=== prod_accum ===
### Clock routing, prod_accum

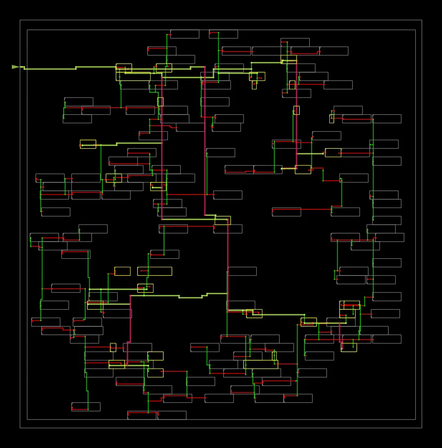

**config.mk**
```make
export PLATFORM = sky130hd
export DESIGN_NAME = prod_accum
export DESIGN_NICKNAME = d
export VERILOG_FILES = /design/src/rtl/prod_pkg.sv /design/src/rtl/prod_accum_ctrl.sv /design/src/rtl/prod_accum.sv
export SDC_FILE = /design/constraint.sdc
export NUM_CORES = 1
export LEC_CHECK = 0
export CAP_MARGIN = 5
export CORE_AREA = 2 2 127 129
export CTS_BUF_LIST = sky130_fd_sc_hd__clkbuf_8
export DETAILED_ROUTE_END_ITERATION = 6
export DIE_AREA = 0 0 129 131
export PLACE_DENSITY = 0.84
export SETUP_SLACK_MARGIN = 0.05
export SLEW_MARGIN = 20
export SYNTH_ARGS = -nofsm -noshare
export SYNTH_HDL_FRONTEND = slang
export SYNTH_SLANG_ARGS = --single-unit
```
**constraint.sdc**
```tcl
create_clock -name clk -period 4.7 [get_ports clk]
set_input_delay 0.47 -clock clk [delete_from_list [all_inputs] [get_ports clk]]
set_output_delay 0.47 -clock clk [all_outputs]
set_load 0.005 [all_outputs]
```
**src/rtl/prod_pkg.sv**
```systemverilog
// Shared definitions for the product accumulator.
//   PROD_W_DEF : default unsigned product width (24x24 multiplier output)
//   ACC_W_DEF  : default accumulator / result width
//   CNT_W      : width of the per-block product counter (BLOCK_LEN up to 255)
//   state_e    : control FSM states (ACCUM collects products, HOLD presents a result)
package prod_pkg;

   localparam int unsigned PROD_W_DEF = 48;
   localparam int unsigned ACC_W_DEF  = 56;
   localparam int unsigned CNT_W      = 8;

   typedef enum logic [0:0] {
      ACCUM = 1'b0,
      HOLD  = 1'b1
   } state_e;

endpackage

```
**src/rtl/prod_accum_ctrl.sv**
```systemverilog
// Control path of prod_accum: block counter and the ACCUM/HOLD handshake FSM.
// Ports:
//   clk, rst   : clock, asynchronous active-high reset
//   in_valid   : upstream product present
//   clear      : synchronous abort of the partial block (ignored in HOLD)
//   out_ready  : downstream takes the result
//   in_ready   : product can be accepted this cycle
//   last       : strobe, this cycle's accept completes the block
//   out_valid  : registered, result present (FSM is in HOLD)
module prod_accum_ctrl
   import prod_pkg::*;
#(
   parameter int unsigned BLOCK_LEN = 16
) (
   input  logic clk,
   input  logic rst,
   input  logic in_valid,
   input  logic clear,
   input  logic out_ready,
   output logic in_ready,
   output logic last,
   output logic out_valid
);

   localparam logic [CNT_W-1:0] LAST_CNT = CNT_W'(BLOCK_LEN - 1);

   state_e           state_q;
   logic [CNT_W-1:0] cnt_q;
   logic             out_valid_q;
   logic             accept;

   // in_ready is low during reset and during a clear cycle, so clear never
   // collides with an accept.
   assign in_ready  = ~rst & (state_q == ACCUM) & ~clear;
   assign accept    = in_valid & in_ready;
   assign last      = accept & (cnt_q == LAST_CNT);
   assign out_valid = out_valid_q;

   always_ff @(posedge clk or posedge rst) begin
      if (rst) begin
         state_q     <= ACCUM;
         cnt_q       <= '0;
         out_valid_q <= 1'b0;
      end else begin
         unique case (state_q)
            ACCUM: begin
               if (clear) begin
                  cnt_q <= '0;
               end else if (accept) begin
                  if (cnt_q == LAST_CNT) begin
                     cnt_q       <= '0;
                     state_q     <= HOLD;
                     out_valid_q <= 1'b1;
                  end else begin
                     cnt_q <= cnt_q + 1'b1;
                  end
               end
            end
            HOLD: begin
               if (out_ready) begin
                  state_q     <= ACCUM;
                  out_valid_q <= 1'b0;
               end
            end
            default: begin
               state_q     <= ACCUM;
               out_valid_q <= 1'b0;
            end
         endcase
      end
   end

endmodule

```
**src/rtl/prod_accum.sv**
```systemverilog
// Block accumulator: sums BLOCK_LEN unsigned products and presents each block
// sum with a sticky overflow flag through a valid/ready handshake.
// Ports:
//   clk, rst             : clock, asynchronous active-high reset
//   in_valid/in_ready    : product handshake, in_data is the unsigned product
//   clear                : abort the partial block (ignored while a result is held)
//   out_valid/out_ready  : result handshake
//   out_data             : block sum (ACC_W bits)
//   out_ovf              : some addition in the block carried beyond ACC_W bits
// Build option:
//   PROD_ACCUM_SAT_EN    : defined -> an overflowing block clamps to 2^ACC_W-1;
//                          undefined -> the accumulator wraps modulo 2^ACC_W.
module prod_accum
   import prod_pkg::*;
#(
   parameter int unsigned PROD_W    = PROD_W_DEF,
   parameter int unsigned ACC_W     = ACC_W_DEF,
   parameter int unsigned BLOCK_LEN = 16
) (
   input  logic              clk,
   input  logic              rst,
   input  logic              in_valid,
   output logic              in_ready,
   input  logic [PROD_W-1:0] in_data,
   input  logic              clear,
   output logic              out_valid,
   input  logic              out_ready,
   output logic [ACC_W-1:0]  out_data,
   output logic              out_ovf
);

   logic             last;
   logic             accept;
   logic [ACC_W-1:0] acc_q;
   logic             ovf_q;
   logic [ACC_W-1:0] out_data_q;
   logic             out_ovf_q;
   logic [ACC_W:0]   sum;
   logic [ACC_W-1:0] acc_add;
   logic             ovf_add;

   prod_accum_ctrl #(
      .BLOCK_LEN (BLOCK_LEN)
   ) u_ctrl (
      .clk       (clk),
      .rst       (rst),
      .in_valid  (in_valid),
      .clear     (clear),
      .out_ready (out_ready),
      .in_ready  (in_ready),
      .last      (last),
      .out_valid (out_valid)
   );

   assign accept = in_valid & in_ready;

   always_comb begin
      sum     = {1'b0, acc_q} + (ACC_W + 1)'(in_data);
      ovf_add = ovf_q | sum[ACC_W];
`ifdef PROD_ACCUM_SAT_EN
      // Once the block has overflowed the accumulator is pinned at full scale.
      acc_add = ovf_add ? '1 : sum[ACC_W-1:0];
`else
      acc_add = sum[ACC_W-1:0];
`endif
   end

   always_ff @(posedge clk or posedge rst) begin
      if (rst) begin
         acc_q      <= '0;
         ovf_q      <= 1'b0;
         out_data_q <= '0;
         out_ovf_q  <= 1'b0;
      end else if (last) begin
         out_data_q <= acc_add;
         out_ovf_q  <= ovf_add;
         acc_q      <= '0;
         ovf_q      <= 1'b0;
      end else if (accept) begin
         acc_q <= acc_add;
         ovf_q <= ovf_add;
      end else if (clear && !out_valid) begin
         acc_q <= '0;
         ovf_q <= 1'b0;
      end
   end

   assign out_data = out_data_q;
   assign out_ovf  = out_ovf_q;

endmodule
```
=== keypad_time_entry ===
### src/rtl/keypad_time_entry.sv
// Debounces the keypad encoder output, accepts one digit per key press and
// shifts accepted digits into a 4-digit BCD MM:SS cooking-time register.
module keypad_time_entry #(
   parameter int unsigned DEBOUNCE_CYCLES = 4
) (
   input  logic        clock,
   input  logic        resetn,
   input  logic [3:0]  digit,
   input  logic        validn,
   input  logic        enablen,
   input  logic        clearn,
   output logic [15:0] time_bcd,
   output logic [2:0]  entry_count,
   output logic        key_pulse,
   output logic        time_valid
);

   typedef enum logic [1:0] {IDLE, DEBOUNCE, HELD} state_t;

   localparam logic [7:0] DC = 8'(DEBOUNCE_CYCLES);

   state_t      state_q, state_d;
   logic [3:0]  cand_q, cand_d;
   logic [7:0]  dcnt_q, dcnt_d;
   logic [15:0] time_q, time_d;
   logic [2:0]  count_q, count_d;
   logic        pulse_q, pulse_d;

   logic        digit_ok;
   logic [7:0]  dcnt_inc;

   assign digit_ok = (digit <= 4'd9);
   // The stable-sample counter saturates rather than wrapping.
   assign dcnt_inc = (dcnt_q == 8'hFF) ? dcnt_q : dcnt_q + 8'd1;

   always_comb begin
      state_d = state_q;
      cand_d  = cand_q;
      dcnt_d  = dcnt_q;
      time_d  = time_q;
      count_d = count_q;
      pulse_d = 1'b0;
      if (!clearn) begin
         time_d  = 16'h0000;
         count_d = 3'd0;
         state_d = IDLE;
         dcnt_d  = 8'd0;
      end else if (enablen) begin
         state_d = IDLE;
         dcnt_d  = 8'd0;
      end else begin
         case (state_q)
            IDLE: begin
               if (!validn && digit_ok) begin
                  cand_d  = digit;
                  dcnt_d  = 8'd1;
                  state_d = DEBOUNCE;
               end
            end
            DEBOUNCE: begin
               if (validn || !digit_ok) begin
                  state_d = IDLE;
                  dcnt_d  = 8'd0;
               end else if (digit != cand_q) begin
                  cand_d = digit;
                  dcnt_d = 8'd1;
               end else begin
                  dcnt_d = dcnt_inc;
                  if (dcnt_inc >= DC) begin
                     // A fifth digit is swallowed but the key still has to be released.
                     state_d = HELD;
                     if (count_q < 3'd4) begin
                        time_d  = {time_q[11:0], cand_q};
                        count_d = count_q + 3'd1;
                        pulse_d = 1'b1;
                     end
                  end
               end
            end
            HELD: begin
               if (validn) begin
                  state_d = IDLE;
                  dcnt_d  = 8'd0;
               end
            end
            default: begin
               state_d = IDLE;
               dcnt_d  = 8'd0;
            end
         endcase
      end
   end

   always_ff @(posedge clock or negedge resetn) begin
      if (!resetn) begin
         state_q <= IDLE;
         cand_q  <= 4'd0;
         dcnt_q  <= 8'd0;
         time_q  <= 16'h0000;
         count_q <= 3'd0;
         pulse_q <= 1'b0;
      end else begin
         state_q <= state_d;
         cand_q  <= cand_d;
         dcnt_q  <= dcnt_d;
         time_q  <= time_d;
         count_q <= count_d;
         pulse_q <= pulse_d;
      end
   end

   assign time_bcd    = time_q;
   assign entry_count = count_q;
   assign key_pulse   = pulse_q;
   assign time_valid  = (count_q != 3'd0) && (time_q[7:4] <= 4'd5);

endmodule

### config.mk
export PLATFORM = sky130hd
export DESIGN_NAME = keypad_time_entry
export DESIGN_NICKNAME = d
export VERILOG_FILES = /design/src/rtl/keypad_time_entry.sv
export SDC_FILE = /design/constraint.sdc
export NUM_CORES = 1
export LEC_CHECK = 0
export ABC_CLOCK_PERIOD_IN_PS = 6200
export CAP_MARGIN = 15
export CORE_MARGIN = 5
export CORE_UTILIZATION = 40
export CTS_CLUSTER_DIAMETER = 150
export CTS_CLUSTER_SIZE = 10
export DETAILED_ROUTE_END_ITERATION = 8
export PLACE_DENSITY = 0.74
export SYNTH_ARGS = -nofsm -noshare
export SYNTH_HDL_FRONTEND = slang
export SYNTH_SLANG_ARGS = --single-unit
### constraint.sdc
create_clock -name clock -period 6.2 [get_ports clock]
set_clock_uncertainty 0.2 [all_clocks]
set_input_delay 0.62 -clock clock [delete_from_list [all_inputs] [get_ports clock]]
set_output_delay 0.62 -clock clock [all_outputs]
set_load 0.03 [all_outputs]
### Wiring by layer, prod_accum

The bar under the picture is 50 um long. Only two layers are drawn.
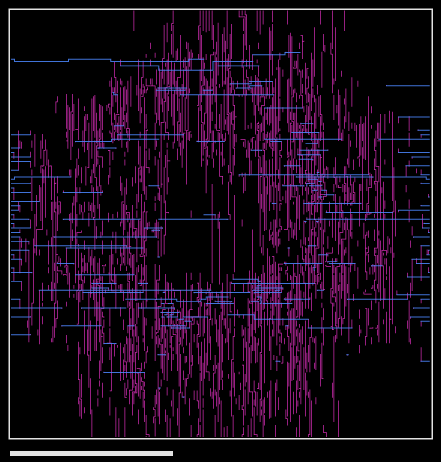
legend:
  M3:
    color: blue
    wire_length: 1400 um
  M2:
    color: magenta
    wire_length: 9000 um

### Cell classes on the final placement, prod_accum

Fill, decap, tap and diode cells in gray.
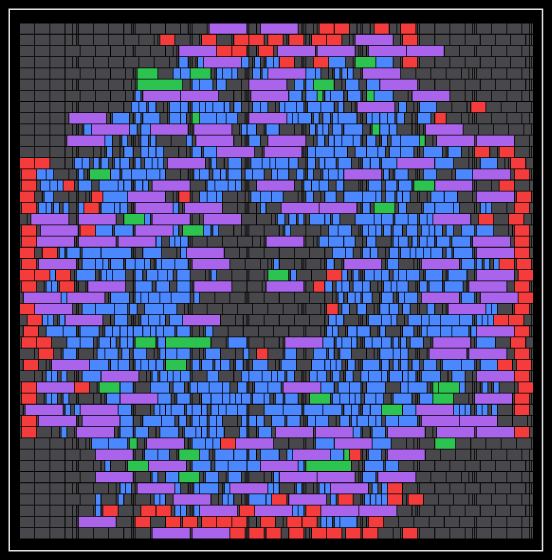
legend:
  registers:
    color: purple
    cells: 124
    share_of_their_area: 34%
  remaining buffers and delay cells:
    color: red
    cells: 119
    share_of_their_area: 13%
  clock drivers and dummy loads:
    color: green
    cells: 32
    share_of_their_area: 4.6%
  remaining logic cells:
    color: blue
    cells: 692
    share_of_their_area: 48%

## Picture notes: 'Clock routing' of prod_accum
number of buffers added by the clock tree synthesis step: 17
sequential cell count: 124

==> summary.txt, prod_accum <==
Notes on the flow outputs.

- The flow ran to the end, and the final reports show no timing, DRC or antenna violations.
- The path length in cells of the critical path reads 13.
- The floorplan step set the die width to about 130 um.
- The routed wire length reads 19.8 mm.
- The highest net fanout along the worst path reads 5.
- The synthesis stat section lists a flop and latch total of 124.
- The data-path buffer share of cell area in the final layout is 12.5%.
- The cell-mix breakdown from Yosys lists the adder-cell area share as 8.27%.
- The critical path's slowest cell reads o31ai_1.
- The relative slew slack is 43.6%.
- According to the finish report, the design has a final net count of 1057.
- Per the layout report, the design carries 1342 filler cells.
- The worst setup skew after layout reads 16.0 ps.
- The critical path data arrival time is 3860 ps.
- The register clock-pin slew on the reported worst setup and hold paths reads 70 ps.
- The report gives the cell count of the worst hold path as 2.
- The first detailed-routing pass ran for 5 iterations.
- The later-pin clock latency in the skew report reads 470 ps.
- The non-clock buffer instance count of the final layout is 119.
- The last element of the critical path is acc_q[46].
- The wire length on met3 is roughly 1.4 mm.
- The tool flagged a number of max-cap violations equal to 0.
- The most numerous cell type found on the critical path is o21ai_0.
- The worst register-to-register path has a depth of 10.
- The count of nets left with antenna violations once routing finished came out at 0.
- In this run the register-to-register setup slack is 1250 ps.
- Across the whole layout, multi-input logic makes up 45.9% of the cell area.
- The number of sinks driven by the clock tree is 124.
- The share of the clock period used by the worst path after layout reads 75.1%.
- The reported sequential group power reads 1.37 mW.
- The xor/xnor cell area share of the yosys netlist reads approximately 5.4%.
- The tally of yosys warning messages is 0.
- Per the post-synthesis stats, the area per cell is 8.87 sq um.
### Cell classes on the final placement, keypad_time_entry

Fill, decap, tap and diode cells in gray.
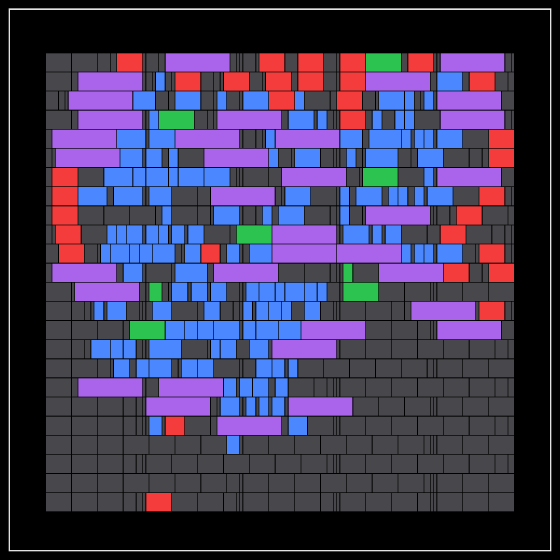
legend:
  remaining logic cells:
    color: blue
    cells: 130
    share_of_their_area: 40%
  clock drivers and dummy loads:
    color: green
    cells: 8
    share_of_their_area: 4.4%
  remaining buffers and delay cells:
    color: red
    cells: 31
    share_of_their_area: 15%
  registers:
    color: purple
    cells: 34
    share_of_their_area: 41%

==> summary.txt, keypad_time_entry <==
Notes on the flow outputs.

- The routed design could run at a clock period as short as 3150 ps.
- Per the placement log, port buffering inserted 29 buffers.
- The synthesized design contains 0 enable-type register cells.
- The required time of the critical path is 6200 ps.
- The detailed-router iteration count before antenna repair reads 4.
- The run finished with clean final reports.
- The critical path's slowest cell reads clkdlybuf4s50_1.
- The synthesized instance count is 175.
- The leading cell category by total area is sequential cells.
- The well tap count reads 52.
- Total power for the finished layout comes to 433 uW.
- The report counts max-capacitance violations totalling 0.
- The power report puts the net switching power at just under 100 uW.
- In the layout the commonest cells are 34 x dfrtp_1, 32 x nand2_1, 29 x clkdlybuf4s50_1.
- Per the timing report, the achievable frequency comes out to between 0.3 and 0.4 GHz.
- According to the timing report, the critical path is launched from clearn.
- met3 track demand over resource after global routing is 2.93%.
- The clock tree root driver cell reads clkbuf_8.
- The reported leakage power reads ~1.0 nW.
- Switching power as a fraction of the total was reported as 22.9%.
- The final non-filler cell total is 255.
- The critical path in this run is classified as in2reg.
- Of the total synthesized cell area, the portion taken by XOR and XNOR cells is 1.96%.
- The register clock-pin slew on the reported worst setup and hold paths reads 70 ps.
- The area occupied by registers is 851 sq um.
- The final-layout setup total negative slack reads 0 ps.
- The height of the die reads 76.8 um.
- The family of cells with the greatest summed delay on the critical path is buffers and inverters.
- The later-pin clock latency in the skew report is approximately 280 ps.
- For this run, global-route usage on met2 was measured as 19.8%.
- The worst min-delay path endpoint reads dcnt_q[1].
- All stages included, the depth of the critical timing path comes to 6.
- The total number of vias is between 1000 and 1500.
- The remaining antenna violation count after routing reads 0.
- Counting distinct cell types in the post-synthesis netlist gives 40.
- The cell count after placement is 247.
- The script computed a power per unit cell area of 202 nW/um^2.
- Summed over all nets, wire length on met3 after detailed routing comes to 142 um.
- The first-pass GRT wire length is 6.22 mm.
- The tally of yosys warning messages is 0.

## Gallery

Sequential cells colored by netlist name.
image #1
The bar under the picture is 20 um long. Other sequential cells in the stronger gray, the rest of the logic in the fainter gray.
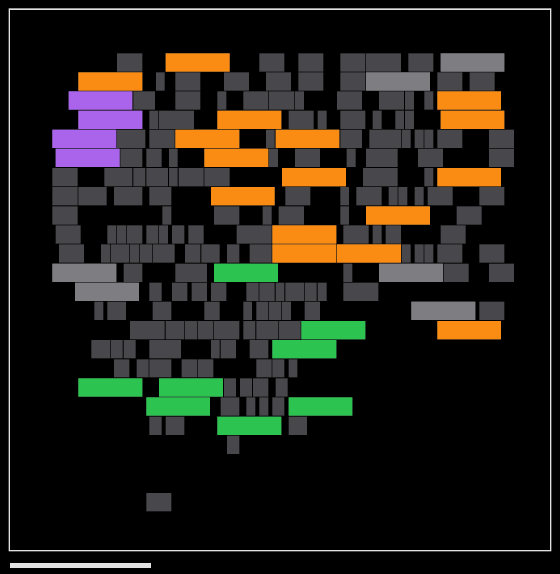
image #2
The bar under the picture is 50 um long. Other sequential cells in the stronger gray, the rest of the logic in the fainter gray.
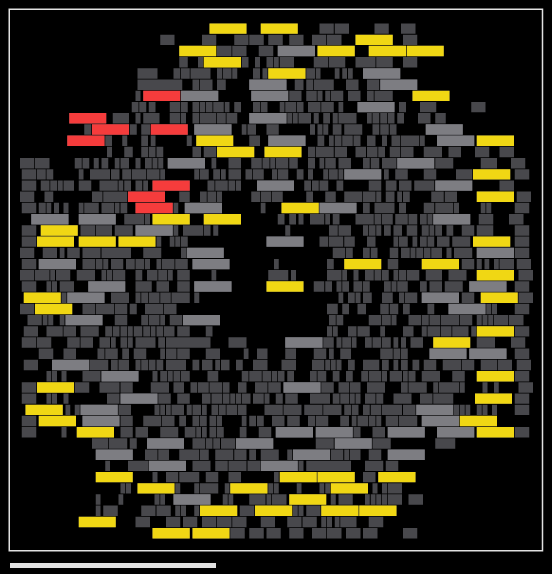
| from | picture |
|---|---|
| prod_accum | image #2 |
| keypad_time_entry | image #1 |

Key to image #1:
legend:
  `cand_q`:
    color: purple
    sequential_cells: 4
    where: top left
  `dcnt_q`:
    color: green
    sequential_cells: 8
  `time_bcd`:
    color: orange
    sequential_cells: 16



## Gallery

Clock distribution.
picture 1
The bar under the picture is 20 um long.
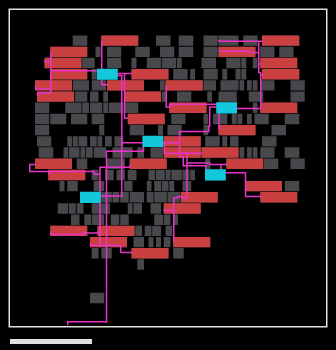
picture 2
The bar under the picture is 50 um long.
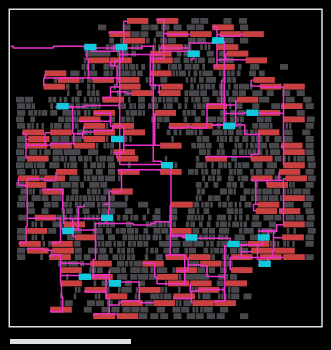
Of these, most sequential cells: picture 2
Picture 1 is keypad_time_entry.
Picture 2 is prod_accum.

Power is estimated from default activity; no workload was simulated.
